# ---- design 1 ----
<file path="src/rtl/image_load_sequencer_pkg.sv">
// Shared types and sizing for the SD-to-frame-RAM image load path.
package image_load_pkg;

  typedef enum logic [2:0] {
    IDLE,
    ISSUE,
    WAIT_BUSY,
    STREAM,
    RETRY,
    NEXT,
    DONE,
    ERR
  } state_t;

  localparam int BYTES_PER_SECTOR = 512;
  localparam int WORDS_PER_SECTOR = 256;
  localparam int RAM_AW           = 17;

endpackage

</file>
<file path="src/rtl/image_load_sequencer_byte_word_packer.sv">
// Pairs incoming bytes into big-endian 16-bit words and issues one RAM write per pair.
module byte_word_packer
  import image_load_pkg::*;
(
  input  logic              clk,
  input  logic              rst_n,
  input  logic              clear,
  input  logic [RAM_AW-1:0] clear_addr,
  input  logic              byte_en,
  input  logic [7:0]        byte_data,
  output logic              ram_we,
  output logic [15:0]       ram_data,
  output logic [RAM_AW-1:0] ram_addr
);

  logic              odd;
  logic [7:0]        hi;
  logic [RAM_AW-1:0] word_addr;

  always_ff @(posedge clk) begin
    if (!rst_n) begin
      odd       <= 1'b0;
      hi        <= '0;
      word_addr <= '0;
      ram_we    <= 1'b0;
      ram_data  <= '0;
      ram_addr  <= '0;
    end else begin
      ram_we <= 1'b0;
      if (clear) begin
        // Restart pairing at an even byte and rewind to the sector's first word.
        odd       <= 1'b0;
        word_addr <= clear_addr;
      end else if (byte_en) begin
        if (!odd) begin
          hi <= byte_data;
        end else begin
          ram_we    <= 1'b1;
          ram_data  <= {hi, byte_data};
          ram_addr  <= word_addr;
          word_addr <= word_addr + RAM_AW'(1);
        end
        odd <= ~odd;
      end
    end
  end

endmodule

</file>
<file path="src/rtl/image_load_sequencer.sv">
// Fetches one image slot from SD, one sector per read command, into frame RAM Port A
// with per-sector retries and done/error status.
module image_load_sequencer
  import image_load_pkg::*;
#(
  parameter int unsigned BASE_SECTOR       = 0,
  parameter int unsigned SECTORS_PER_IMAGE = 300,
  parameter int unsigned MAX_RETRY         = 3,
  parameter int unsigned WAIT_TIMEOUT      = 65535
) (
  input  logic              clk,
  input  logic              rst_n,
  input  logic              load_req,
  input  logic [1:0]        image_select,
  input  logic              sd_busy,
  input  logic              sd_error,
  input  logic [7:0]        sd_data,
  input  logic              sd_data_valid,
  output logic              sd_start_read,
  output logic [31:0]       sd_sector_addr,
  output logic [7:0]        sd_block_count,
  output logic [RAM_AW-1:0] ram_addr,
  output logic [15:0]       ram_data,
  output logic              ram_we,
  output logic              loading,
  output logic              load_done,
  output logic              load_error
);

  localparam int SW = $clog2(SECTORS_PER_IMAGE + 1);
  localparam int RW = $clog2(MAX_RETRY + 1);
  localparam int TW = $clog2(WAIT_TIMEOUT + 1);

  state_t            state;
  logic [SW-1:0]     sector_idx;
  logic [RW-1:0]     retry_cnt;
  logic [TW-1:0]     tcnt;
  logic [9:0]        byte_cnt;
  logic              fail;

  logic              accept;
  logic              byte_en;
  logic [9:0]        byte_cnt_nxt;
  logic              pack_clear;
  logic [RAM_AW-1:0] rewind_addr;

  assign sd_block_count = 8'd1;

  assign accept       = load_req && (state == IDLE || state == DONE || state == ERR);
  assign byte_en      = (state == STREAM) && sd_data_valid &&
                        (byte_cnt < 10'(BYTES_PER_SECTOR));
  // Includes a byte arriving in the same cycle that busy falls.
  assign byte_cnt_nxt = byte_cnt + 10'(byte_en);
  assign pack_clear   = accept || (state == RETRY);
  assign rewind_addr  = accept ? '0 :
                        RAM_AW'(sector_idx) * RAM_AW'(WORDS_PER_SECTOR);

  always_ff @(posedge clk) begin
    if (!rst_n) begin
      state          <= IDLE;
      sector_idx     <= '0;
      retry_cnt      <= '0;
      tcnt           <= '0;
      byte_cnt       <= '0;
      fail           <= 1'b0;
      sd_start_read  <= 1'b0;
      sd_sector_addr <= '0;
      loading        <= 1'b0;
      load_done      <= 1'b0;
      load_error     <= 1'b0;
    end else begin
      sd_start_read <= 1'b0;
      case (state)
        IDLE, DONE, ERR: begin
          if (load_req) begin
            sector_idx     <= '0;
            retry_cnt      <= '0;
            byte_cnt       <= '0;
            load_done      <= 1'b0;
            load_error     <= 1'b0;
            loading        <= 1'b1;
            sd_start_read  <= 1'b1;
            sd_sector_addr <= BASE_SECTOR + 32'(image_select) * SECTORS_PER_IMAGE;
            state          <= ISSUE;
          end
        end
        ISSUE: begin
          tcnt     <= '0;
          byte_cnt <= '0;
          fail     <= 1'b0;
          state    <= WAIT_BUSY;
        end
        WAIT_BUSY: begin
          if (sd_busy)                       state <= STREAM;
          else if (tcnt == TW'(WAIT_TIMEOUT)) state <= RETRY;
          else                               tcnt  <= tcnt + TW'(1);
        end
        STREAM: begin
          byte_cnt <= byte_cnt_nxt;
          if (sd_error) fail <= 1'b1;
          if (!sd_busy)
            state <= (byte_cnt_nxt == 10'(BYTES_PER_SECTOR) && !fail && !sd_error) ?
                     NEXT : RETRY;
        end
        RETRY: begin
          byte_cnt  <= '0;
          retry_cnt <= retry_cnt + RW'(1);
          if (retry_cnt == RW'(MAX_RETRY - 1)) begin
            loading    <= 1'b0;
            load_error <= 1'b1;
            state      <= ERR;
          end else begin
            sd_start_read <= 1'b1;
            state         <= ISSUE;
          end
        end
        NEXT: begin
          retry_cnt  <= '0;
          sector_idx <= sector_idx + SW'(1);
          if (sector_idx == SW'(SECTORS_PER_IMAGE - 1)) begin
            loading   <= 1'b0;
            load_done <= 1'b1;
            state     <= DONE;
          end else begin
            sd_start_read  <= 1'b1;
            sd_sector_addr <= sd_sector_addr + 32'd1;
            state          <= ISSUE;
          end
        end
        default: state <= IDLE;
      endcase
    end
  end

  byte_word_packer u_packer (
    .clk        (clk),
    .rst_n      (rst_n),
    .clear      (pack_clear),
    .clear_addr (rewind_addr),
    .byte_en    (byte_en),
    .byte_data  (sd_data),
    .ram_we     (ram_we),
    .ram_data   (ram_data),
    .ram_addr   (ram_addr)
  );

endmodule

</file>
<file path="config.mk">
export PLATFORM = sky130hd
export DESIGN_NAME = image_load_sequencer
export DESIGN_NICKNAME = d
export VERILOG_FILES = /design/src/rtl/image_load_sequencer_pkg.sv /design/src/rtl/image_load_sequencer_byte_word_packer.sv /design/src/rtl/image_load_sequencer.sv
export SDC_FILE = /design/constraint.sdc
export NUM_CORES = 1
export LEC_CHECK = 0
export CELL_PAD_IN_SITES_DETAIL_PLACEMENT = 1
export CELL_PAD_IN_SITES_GLOBAL_PLACEMENT = 2
export CORE_MARGIN = 2
export CORE_UTILIZATION = 35
export DETAILED_ROUTE_END_ITERATION = 8
export PLACE_DENSITY_LB_ADDON = 0.1
export SYNTH_ARGS = -nofsm -noshare
export SYNTH_HDL_FRONTEND = slang
export SYNTH_SLANG_ARGS = --single-unit
</file>
<file path="constraint.sdc">
create_clock -name clk -period 5.3 [get_ports clk]
set_clock_uncertainty 0.15 [all_clocks]
set_input_delay 1.06 -clock clk [delete_from_list [all_inputs] [get_ports clk]]
set_output_delay 1.06 -clock clk [all_outputs]
set_load 0.03 [all_outputs]
</file>
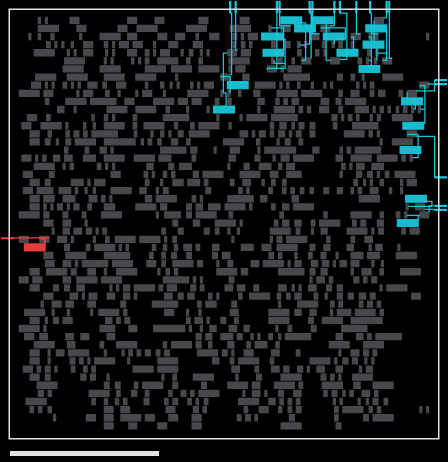
design_1/port_trees.png
Scale bar: 50 um.
legend:
  sd_start_read:
    color: red
    bits: 1
    direction: output
    edge: west
    end_cells: 1
    wire: 16.7 um
  ram_addr:
    color: cyan
    bits: 17
    direction: output
    edge: 12 north, 5 east
    end_cells: 17
    wire: 439 um
num ports: 94
count of input and output buffers: 85

==> ci_impl_report.md <==
## Implementation flow summary

| Metric | Value |
|---|---|
| Power per cell area | `327 nW/um2` |
| Register with the most flip-flops | `sd_sector_addr` |
| WP buf/inv | `1` |
| Number of enable flip-flop cells | `0` |
| Yosys warning tally | `0` |
| Status | `finished clean` |
| Seq/Total Area, Yosys | `40.2%` |
| Cell Chain, Critical Path | `and3b_1 > nand2_1 > inv_1 > ha_1 > nand3_2 > or4_1 > a21oi_1 > nand4_1 > a221oi_1` |
| Biggest regs | `sd_sector_addr: 32 flops, u_packer.ram_addr: 17 flops, u_packer.word_addr: 17 flops` |
| Max stage delay on crit path | `0.87 ns` |
| Core area | `19300 um2` |
| CTS H-tree lvls | `4` |
| Setup crit start | `state[0]` |
| CTS Buffer Depth | `2` |
| FMAX | `285 MHz` |
| Final Setup Violations | `0` |
| Ao+oa area frac | `21.3%` |
| Hold Violations, Final | `0` |
| ANT nets after route | `0` |
| Reg2reg end | `state[0]` |
| Post-Route WL | `20.1 mm` |
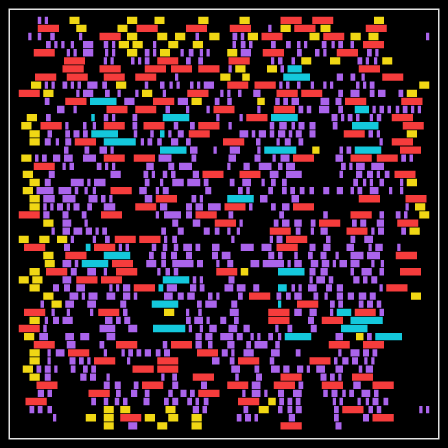
design_1/class_map.png
legend:
  clock drivers and dummy loads:
    color: cyan
    cells: 30
    share_of_their_area: 7.6%
  registers:
    color: red
    cells: 137
    share_of_their_area: 34%
  remaining buffers and delay cells:
    color: yellow
    cells: 91
    share_of_their_area: 11%
  remaining logic cells:
    color: purple
    cells: 668
    share_of_their_area: 47%

==> cell type report <==
class / count / area, um2 / share of cell area (%)
Clock buffer: 22 / 474 / 5.63
Clock inverter: 8 / 144 / 1.71
Inverter: 16 / 60.1 / 0.714
Multi-Input combinational cell: 652 / 3770 / 44.8
Sequential cell: 137 / 2740 / 32.6
Tap cell: 265 / 332 / 3.94
Timing Repair Buffer: 91 / 896 / 10.6

# ---- design 2 ----
$ cat config.mk
export PLATFORM = sky130hd
export DESIGN_NAME = dsp48a1_mac_seq
export DESIGN_NICKNAME = d
export VERILOG_FILES = /design/src/rtl/dsp48a1_ctrl_pkg.sv /design/src/rtl/mac_tag_pipe.sv /design/src/rtl/dsp48a1_mac_seq.sv
export SDC_FILE = /design/constraint.sdc
export NUM_CORES = 1
export LEC_CHECK = 0
export CORE_AREA = 2 2 57 59
export DETAILED_ROUTE_END_ITERATION = 10
export DIE_AREA = 0 0 59 61
export GPL_TIMING_DRIVEN = 1
export PLACE_DENSITY = 0.73
export SLEW_MARGIN = 5
export SYNTH_ARGS = -nofsm -noshare
export SYNTH_HDL_FRONTEND = slang
export SYNTH_SLANG_ARGS = --single-unit
$ cat constraint.sdc
create_clock -name CLK -period 6.1 [get_ports CLK]
set_clock_uncertainty 0.2 [all_clocks]
set_input_delay 1.83 -clock CLK [delete_from_list [all_inputs] [get_ports CLK]]
set_output_delay 1.83 -clock CLK [all_outputs]
set_load 0.05 [all_outputs]
$ cat src/rtl/dsp48a1_ctrl_pkg.sv
// Shared encodings for the DSP48A1 MAC sequencer: FSM states, OPMODE values
// and the per-sample tag that travels alongside the slice pipeline.
package dsp48a1_ctrl_pkg;

  typedef enum logic [1:0] {
    ST_IDLE  = 2'd0,
    ST_FEED  = 2'd1,
    ST_DRAIN = 2'd2,
    ST_DONE  = 2'd3
  } state_t;

  // X=M with Z=0 loads the product into P; X=M with Z=P accumulates it.
  localparam logic [7:0] OPM_LOAD = 8'h01;
  localparam logic [7:0] OPM_ACC  = 8'h09;

  typedef struct packed {
    logic valid;
    logic first;
  } tag_t;

  // Index of the P register stage for a given pipeline depth.
  function automatic int last_stage(input int pipe_lat);
    return pipe_lat - 1;
  endfunction

endpackage

$ cat src/rtl/mac_tag_pipe.sv
// Shift register of {valid, first} tags mirroring stages 1..PIPE_LAT-1 of the
// slice, so each stage's clock enable fires exactly when its operand arrives.
module mac_tag_pipe
  import dsp48a1_ctrl_pkg::*;
#(
  parameter int PIPE_LAT = 4
) (
  input  logic                CLK,
  input  logic                clr,
  input  tag_t                push_tag,
  output logic [PIPE_LAT-1:1] stage_valid,
  output logic                last_first,
  output logic                upstream_empty
);

  localparam int LAST = last_stage(PIPE_LAT);

  tag_t tag_q [1:LAST];

  always_ff @(posedge CLK) begin
    if (clr) begin
      for (int k = 1; k <= LAST; k++) tag_q[k] <= '0;
    end else begin
      tag_q[1] <= push_tag;
      for (int k = 2; k <= LAST; k++) tag_q[k] <= tag_q[k-1];
    end
  end

  // upstream_empty ignores the P stage: once only that stage is busy, the
  // final CEP completes on this edge and the pipe is empty next cycle.
  always_comb begin
    stage_valid    = '0;
    upstream_empty = 1'b1;
    for (int k = 1; k <= LAST; k++) begin
      stage_valid[k] = tag_q[k].valid;
      if (k < LAST && tag_q[k].valid) upstream_empty = 1'b0;
    end
  end

  assign last_first = tag_q[LAST].first;

endmodule

$ cat src/rtl/dsp48a1_mac_seq.sv
// Sequencer running one DSP48A1 slice as an N-tap MAC: takes samples over
// valid/ready, issues per-stage CEs and OPMODE, pulses done when P is final.
module dsp48a1_mac_seq
  import dsp48a1_ctrl_pkg::*;
#(
  parameter int LEN_W    = 8,
  parameter int PIPE_LAT = 4
) (
  input  logic                CLK,
  input  logic                RST,
  input  logic                start,
  input  logic [LEN_W-1:0]    len,
  input  logic                abort,
  input  logic                in_valid,
  output logic                in_ready,
  output logic [PIPE_LAT-1:0] ce_stage,
  output logic [7:0]          opmode,
  output logic                busy,
  output logic                done,
  output state_t              dbg_state
);

  localparam int LAST = last_stage(PIPE_LAT);

  state_t             state;
  logic [LEN_W-1:0]   len_q;
  logic [LEN_W-1:0]   cnt;
  logic               accept;
  logic               last_accept;
  logic               abort_job;
  logic               pipe_clr;
  tag_t               push_tag;
  logic [PIPE_LAT-1:1] stage_valid;
  logic               last_first;
  logic               upstream_empty;

  // Handshake: a sample transfers in any cycle where in_valid and in_ready are
  // both high; in_ready depends only on state, never on in_valid.
  assign in_ready    = (state == ST_FEED);
  assign accept      = in_valid & in_ready;
  assign last_accept = accept && (cnt == len_q - LEN_W'(1));
  assign abort_job   = abort && (state != ST_IDLE);
  assign pipe_clr    = RST | abort_job;

  assign push_tag = tag_t'{valid: accept, first: (cnt == '0)};

  mac_tag_pipe #(.PIPE_LAT(PIPE_LAT)) u_tag_pipe (
    .CLK           (CLK),
    .clr           (pipe_clr),
    .push_tag      (push_tag),
    .stage_valid   (stage_valid),
    .last_first    (last_first),
    .upstream_empty(upstream_empty)
  );

  assign ce_stage  = {stage_valid, accept};
  assign opmode    = (stage_valid[LAST] && last_first) ? OPM_LOAD : OPM_ACC;
  assign busy      = (state != ST_IDLE);
  assign done      = (state == ST_DONE) && !abort;
  assign dbg_state = state;

  always_ff @(posedge CLK) begin
    if (RST) begin
      state <= ST_IDLE;
      len_q <= '0;
      cnt   <= '0;
    end else if (abort_job) begin
      state <= ST_IDLE;
      cnt   <= '0;
    end else begin
      case (state)
        ST_IDLE: begin
          if (start && !abort && len != '0) begin
            len_q <= len;
            cnt   <= '0;
            state <= ST_FEED;
          end
        end
        ST_FEED: begin
          // cnt tops out at len-1 before leaving FEED, so len=2^LEN_W-1 never wraps.
          if (accept) begin
            cnt <= cnt + LEN_W'(1);
            if (last_accept) state <= ST_DRAIN;
          end
        end
        ST_DRAIN: begin
          if (upstream_empty) state <= ST_DONE;
        end
        ST_DONE: state <= ST_IDLE;
        default: state <= ST_IDLE;
      endcase
    end
  end

endmodule

==> ci_impl_report.md <==
## Implementation flow summary

| Metric | Value |
|---|---|
| Logic Gate Count | `111` |
| Most frequent CP cell | `clkdlybuf4s50_1` |
| Count of input and output buffers | `22` |
| Chip area | `3600 um2` |
| Core Util, Final | `53.9%` |
| Clk Latency, worst-skew pair | `0.31 ns` |
| Synth top cell by count | `dfxtp_1` |
| Status | `finished clean` |
| Kind of critical path | `input pin to primary output` |
| Hold slack final | `0.244 ns` |
| Largest cell class | `multi-input combinational cells` |
| CP startpoint kind | `input pin` |
| Top cell excl fill/tap | `dfxtp_1` |
| Post-route non-filler standard cell count | `205` |
| Pin count of the biggest net entering global routing | `15` |
| Signal buf overhead | `13.8%` |
| Die width | `59 um` |
| CTS-repair resized insts | `0` |
| Mapped cell area | `1360 um2` |
| Hold path endpoint | `u_tag_pipe.tag_q[0][6]` |
| Final Slew Violations | `0` |
| Diode count | `0` |
| Setup TNS | `0 ns` |
| FF-to-FF Start | `len_q[0]` |
| Crit. End Element | `primary output` |
| Worst-Margin Slew | `0.745 ns` |
## routing by layer
metal	GRT usage [%]	up-vias	wire length, um
met1	20.1	494	1120
met2	29.0	18	1270
met5	0	-	0
met3	3.41	2	85
li1	-	536	-
met4	4.55	0	10
## registers in the layout, indices dropped and copies added (netlist names)
signal and count:
dbg_state 2, cnt 8, len_q 8, u_tag_pipe.tag_q 6
## kinds of logic after synthesis
| group | synth area share [%] |
|---|---|
| simple gates | 20.0 |
| fa+ha+maj | 7.39 |
| flops | 35.5 |
| buf+inv | 10.1 |
| mux | 6.65 |
| xor+xnor | 11.0 |
| other cells | 0.554 |
| compound gates | 8.86 |
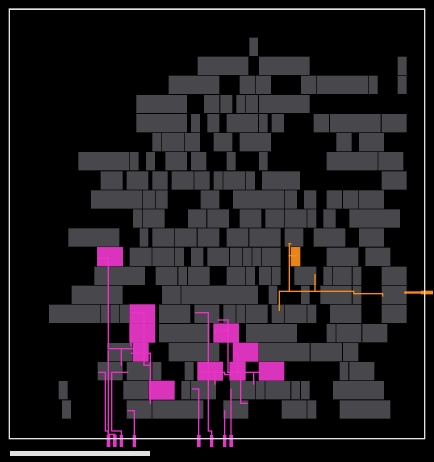
design_2/port_trees.png
Scale bar: 20 um.
legend:
  len:
    color: magenta
    bits: 8
    direction: input
    edge: south
    end_cells: 10
    wire: 152 um
  busy:
    color: orange
    bits: 1
    direction: output
    edge: east
    end_cells: 1
    wire: 30.9 um

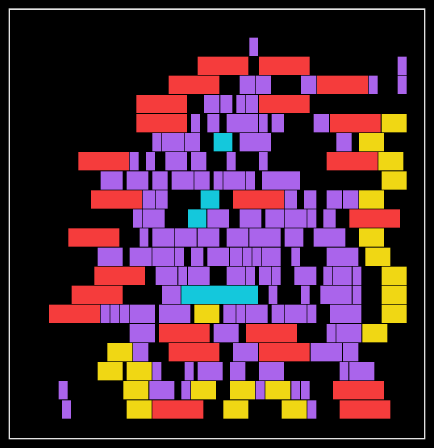
design_2/class_map.png
legend:
  registers:
    color: red
    cells: 24
    share_of_their_area: 31%
  clock drivers and dummy loads:
    color: cyan
    cells: 4
    share_of_their_area: 3.4%
  remaining buffers and delay cells:
    color: yellow
    cells: 22
    share_of_their_area: 14%
  remaining logic cells:
    color: purple
    cells: 122
    share_of_their_area: 51%
final std cell area, no fill: 1590 um2
sequential share of cell area: 30.2%

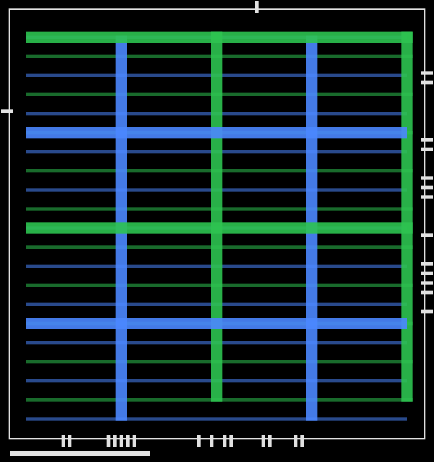
design_2/floorplan.png
Scale bar: 20 um. Pins as bars on the die edge.
legend:
  VDD:
    color: green
  VSS:
    color: blue
signal pins: 30
met5 straps: 4
rows: 20
met4 straps: 4
met1 rails: 21


# ---- design 3 ----
design_3/floorplan.png
Scale bar: 20 um. Pins as bars on the die edge.
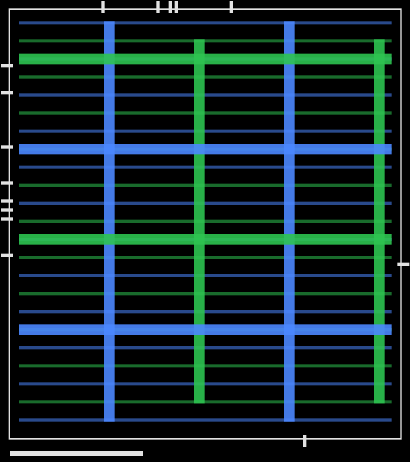
design_3/class_map.png
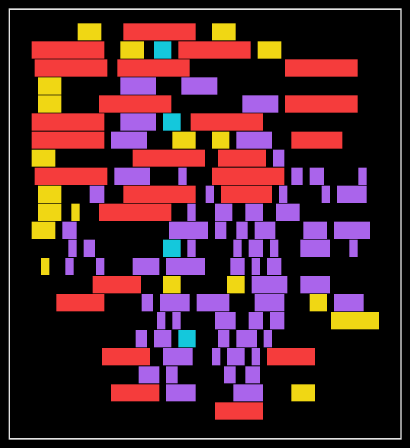
File: config.mk
export PLATFORM = sky130hd
export DESIGN_NAME = serial_transmitter
export DESIGN_NICKNAME = d
export VERILOG_FILES = /design/src/rtl/serial_transmitter.sv
export SDC_FILE = /design/constraint.sdc
export NUM_CORES = 1
export LEC_CHECK = 0
export CAP_MARGIN = 20
export CELL_PAD_IN_SITES_DETAIL_PLACEMENT = 1
export CELL_PAD_IN_SITES_GLOBAL_PLACEMENT = 1
export CORE_ASPECT_RATIO = 1.1
export CORE_UTILIZATION = 35
export CTS_BUF_LIST = sky130_fd_sc_hd__clkbuf_4
export DETAILED_ROUTE_END_ITERATION = 12
export PLACE_DENSITY = 0.68
export RECOVER_POWER = 50
export SLEW_MARGIN = 0
export SYNTH_ARGS = -nofsm -noshare
export SYNTH_HDL_FRONTEND = slang
export SYNTH_SLANG_ARGS = --single-unit
File: constraint.sdc
create_clock -name clk -period 2 [get_ports clk]
set_input_delay 0.4 -clock clk [delete_from_list [all_inputs] [get_ports clk]]
set_output_delay 0.4 -clock clk [all_outputs]
set_load 0.05 [all_outputs]
File: src/rtl/serial_transmitter.sv
// serial_transmitter
//   Transmit side of the serial link. Serializes bytes into framed bits:
//   start bit (0), DATA_WIDTH data bits LSB-first, optional odd parity bit,
//   STOP_BITS stop bits (1). The line idles high. A one-entry holding buffer
//   lets a second byte queue up during a frame so frames run back-to-back.
//
//   Build option: define TX_PARITY_EN to include the odd parity bit after the
//   data bits. Without it the frame goes straight from data to stop bits.
//
// Parameters
//   DATA_WIDTH   payload bits per frame
//   CLKS_PER_BIT clk cycles per serial bit period (>= 1)
//   STOP_BITS    stop bits per frame (1 or 2)
//
// Ports
//   clk       in   clock, all logic on rising edge
//   arst      in   synchronous active-high reset
//   in_valid  in   in_byte valid
//   in_ready  out  holding buffer empty, byte can be accepted
//   in_byte   in   byte to send
//   out       out  registered serial line
//   busy      out  frame in progress
//   done      out  one-cycle pulse in the last clk of the last stop bit
module serial_transmitter #(
  parameter int DATA_WIDTH   = 8,
  parameter int CLKS_PER_BIT = 1,
  parameter int STOP_BITS    = 1
) (
  input  logic                  clk,
  input  logic                  arst,
  input  logic                  in_valid,
  output logic                  in_ready,
  input  logic [DATA_WIDTH-1:0] in_byte,
  output logic                  out,
  output logic                  busy,
  output logic                  done
);

  localparam int BAUD_W  = (CLKS_PER_BIT > 1) ? $clog2(CLKS_PER_BIT) : 1;
  localparam int CNT_MAX = (DATA_WIDTH > STOP_BITS) ? DATA_WIDTH : STOP_BITS;
  localparam int CNT_W   = (CNT_MAX > 1) ? $clog2(CNT_MAX) : 1;

  localparam logic [BAUD_W-1:0] BAUD_LAST = BAUD_W'(CLKS_PER_BIT - 1);
  localparam logic [BAUD_W-1:0] BAUD_PRE  = BAUD_W'((CLKS_PER_BIT > 1) ? CLKS_PER_BIT - 2 : 0);
  localparam logic [CNT_W-1:0]  DATA_LAST = CNT_W'(DATA_WIDTH - 1);
  localparam logic [CNT_W-1:0]  STOP_LAST = CNT_W'(STOP_BITS - 1);

  // With one clk per bit and a single stop bit, the whole stop bit is its own
  // last clk, so done must be raised on the edge that enters STOP.
  localparam logic ENTER_STOP_DONE = (CLKS_PER_BIT == 1) && (STOP_BITS == 1);

  typedef enum logic [2:0] {
    IDLE,
    START,
    DATA,
`ifdef TX_PARITY_EN
    PARITY,
`endif
    STOP
  } state_t;

  state_t                  state;
  logic [BAUD_W-1:0]       baud;
  logic [CNT_W-1:0]        bitcnt;
  logic                    hold_full;
  logic [DATA_WIDTH-1:0]   hold;
  logic [DATA_WIDTH-1:0]   shifter;
`ifdef TX_PARITY_EN
  logic                    par;
`endif

  logic bit_end;
  logic frame_end;
  logic load;
  logic accept;

  assign bit_end   = (baud == BAUD_LAST);
  assign frame_end = (state == STOP) && bit_end && (bitcnt == STOP_LAST);
  // Hold drains into the shifter either from idle or straight at the end of
  // the previous frame, which is what removes the idle gap between frames.
  assign load      = hold_full && ((state == IDLE) || frame_end);
  assign accept    = in_valid && !hold_full;
  assign in_ready  = !hold_full;
  assign busy      = (state != IDLE);

  // Payload registers: no reset needed, their contents only matter once the
  // control path marks them valid.
  always_ff @(posedge clk) begin
    if (accept) begin
      hold <= in_byte;
    end
    if (load) begin
      shifter <= hold;
`ifdef TX_PARITY_EN
      // Parity comes from the loaded byte, the shifter is consumed as it goes.
      par     <= ~^hold;
`endif
    end else if (state == DATA && bit_end) begin
      shifter <= shifter >> 1;
    end
  end

  always_ff @(posedge clk) begin
    if (arst) begin
      state     <= IDLE;
      out       <= 1'b1;
      done      <= 1'b0;
      baud      <= '0;
      bitcnt    <= '0;
      hold_full <= 1'b0;
    end else begin
      done <= 1'b0;

      // load and accept are mutually exclusive: accept needs hold empty.
      if (load) begin
        hold_full <= 1'b0;
      end else if (accept) begin
        hold_full <= 1'b1;
      end

      if (load) begin
        state  <= START;
        out    <= 1'b0;
        baud   <= '0;
        bitcnt <= '0;
      end else if (state == IDLE) begin
        out    <= 1'b1;
        baud   <= '0;
        bitcnt <= '0;
      end else if (!bit_end) begin
        baud <= baud + 1'b1;
        // Next clk is the final clk of the final stop bit.
        if ((CLKS_PER_BIT > 1) && (state == STOP) && (bitcnt == STOP_LAST) &&
            (baud == BAUD_PRE)) begin
          done <= 1'b1;
        end
      end else begin
        baud <= '0;
        case (state)
          START: begin
            state  <= DATA;
            bitcnt <= '0;
            out    <= shifter[0];
          end
          DATA: begin
            if (bitcnt == DATA_LAST) begin
`ifdef TX_PARITY_EN
              state  <= PARITY;
              out    <= par;
`else
              state  <= STOP;
              out    <= 1'b1;
              done   <= ENTER_STOP_DONE;
`endif
              bitcnt <= '0;
            end else begin
              bitcnt <= bitcnt + 1'b1;
              // shifter[1] becomes shifter[0] on this same edge.
              out    <= shifter[1];
            end
          end
`ifdef TX_PARITY_EN
          PARITY: begin
            state  <= STOP;
            out    <= 1'b1;
            bitcnt <= '0;
            done   <= ENTER_STOP_DONE;
          end
`endif
          STOP: begin
            out <= 1'b1;
            if (bitcnt == STOP_LAST) begin
              // Hold empty here, otherwise the load branch would have fired.
              state  <= IDLE;
              bitcnt <= '0;
            end else begin
              bitcnt <= bitcnt + 1'b1;
              done   <= (CLKS_PER_BIT == 1) && (CNT_W'(bitcnt + 1'b1) == STOP_LAST);
            end
          end
          default: begin
            state <= IDLE;
            out   <= 1'b1;
          end
        endcase
      end
    end
  end

endmodule
==> ci_impl_report.md <==
## Implementation flow summary

| Metric | Value |
|---|---|
| Root Buffer | `clkbuf_4` |
| Pint | `0.790 mW` |
| Worst VDD drop | `0.000357 V` |
| Avg Cell Area, Syn | `12.9 um2` |
| Leak | `0.569 nW` |
| Rows | `22` |
| WP data required | `1.60 ns` |
| Min-delay worst type | `register to register` |
| CTS-repair resized insts | `2` |
| Yosys adder share | `10.1%` |
| Setup crit start | `out` |
| Status | `finished clean` |
| Psw | `0.309 mW` |
| R2R setup slack | `0.14 ns` |
| Biggest area cells | `edfxtp_1, dfxtp_1, ha_1` |
| Final clock skew | `0.00372 ns` |
| Worst-Margin Slew | `0.589 ns` |
| Diode count | `0` |
| Switching share of power | `28.1%` |
About design_3/floorplan.png:
legend:
  VSS:
    color: blue
  VDD:
    color: green
met1 rails: 23
rows: 22

About design_3/class_map.png:
legend:
  remaining logic cells:
    color: purple
    cells: 70
    share_of_their_area: 39%
  clock drivers and dummy loads:
    color: cyan
    cells: 4
    share_of_their_area: 2.1%
  remaining buffers and delay cells:
    color: yellow
    cells: 19
    share_of_their_area: 12%
  registers:
    color: red
    cells: 25
    share_of_their_area: 46%

[power by group through the flow]
stage,clock [mW],sequential [mW],combinational [mW]
5_1_grt,0.265,0.626,0.263
4_1_cts,0.246,0.623,0.251
3_3_place_gp,0,0.632,0.242
2_1_floorplan,0,0.632,0.153
6_report,0.237,0.622,0.240
3_5_place_dp,0,0.633,0.250
[metal layers]
metal | vias up | track usage [%] | wire (um)
li1 | 392 | - | -
met1 | 375 | 19.4 | 1120
met2 | 11 | 21.2 | 1080
met3 | 2 | 1.80 | 54
met4 | 0 | 5.36 | 8
met5 | - | 0 | 0


==> layout pictures side by side <==
Local utilization.
panel A
Scale bar: 20 um. 6 x 6 tiles, from black (low) to pale yellow (high), 0 to 100% covered.
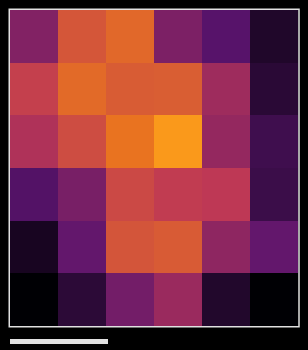
panel B
Scale bar: 50 um. 14 x 14 tiles, from black (low) to pale yellow (high), 0 to 100% covered.
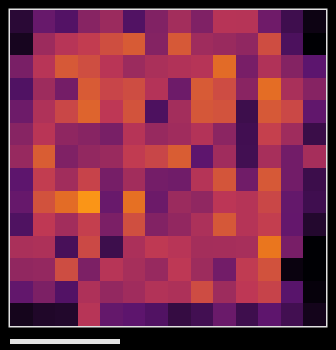
panel C
Scale bar: 20 um. 6 x 6 tiles, from black (low) to pale yellow (high), 0 to 100% covered.
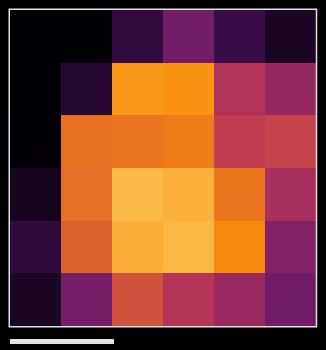
panel B -> design 1
panel C -> design 2
panel A -> design 3

Key to panel B:
nearly empty tiles: 2.0%
emptiest ninth of the die: south-east
tiles over 75% full: 0.50%

No activity file was given, so power comes from the tool's default toggle rates.
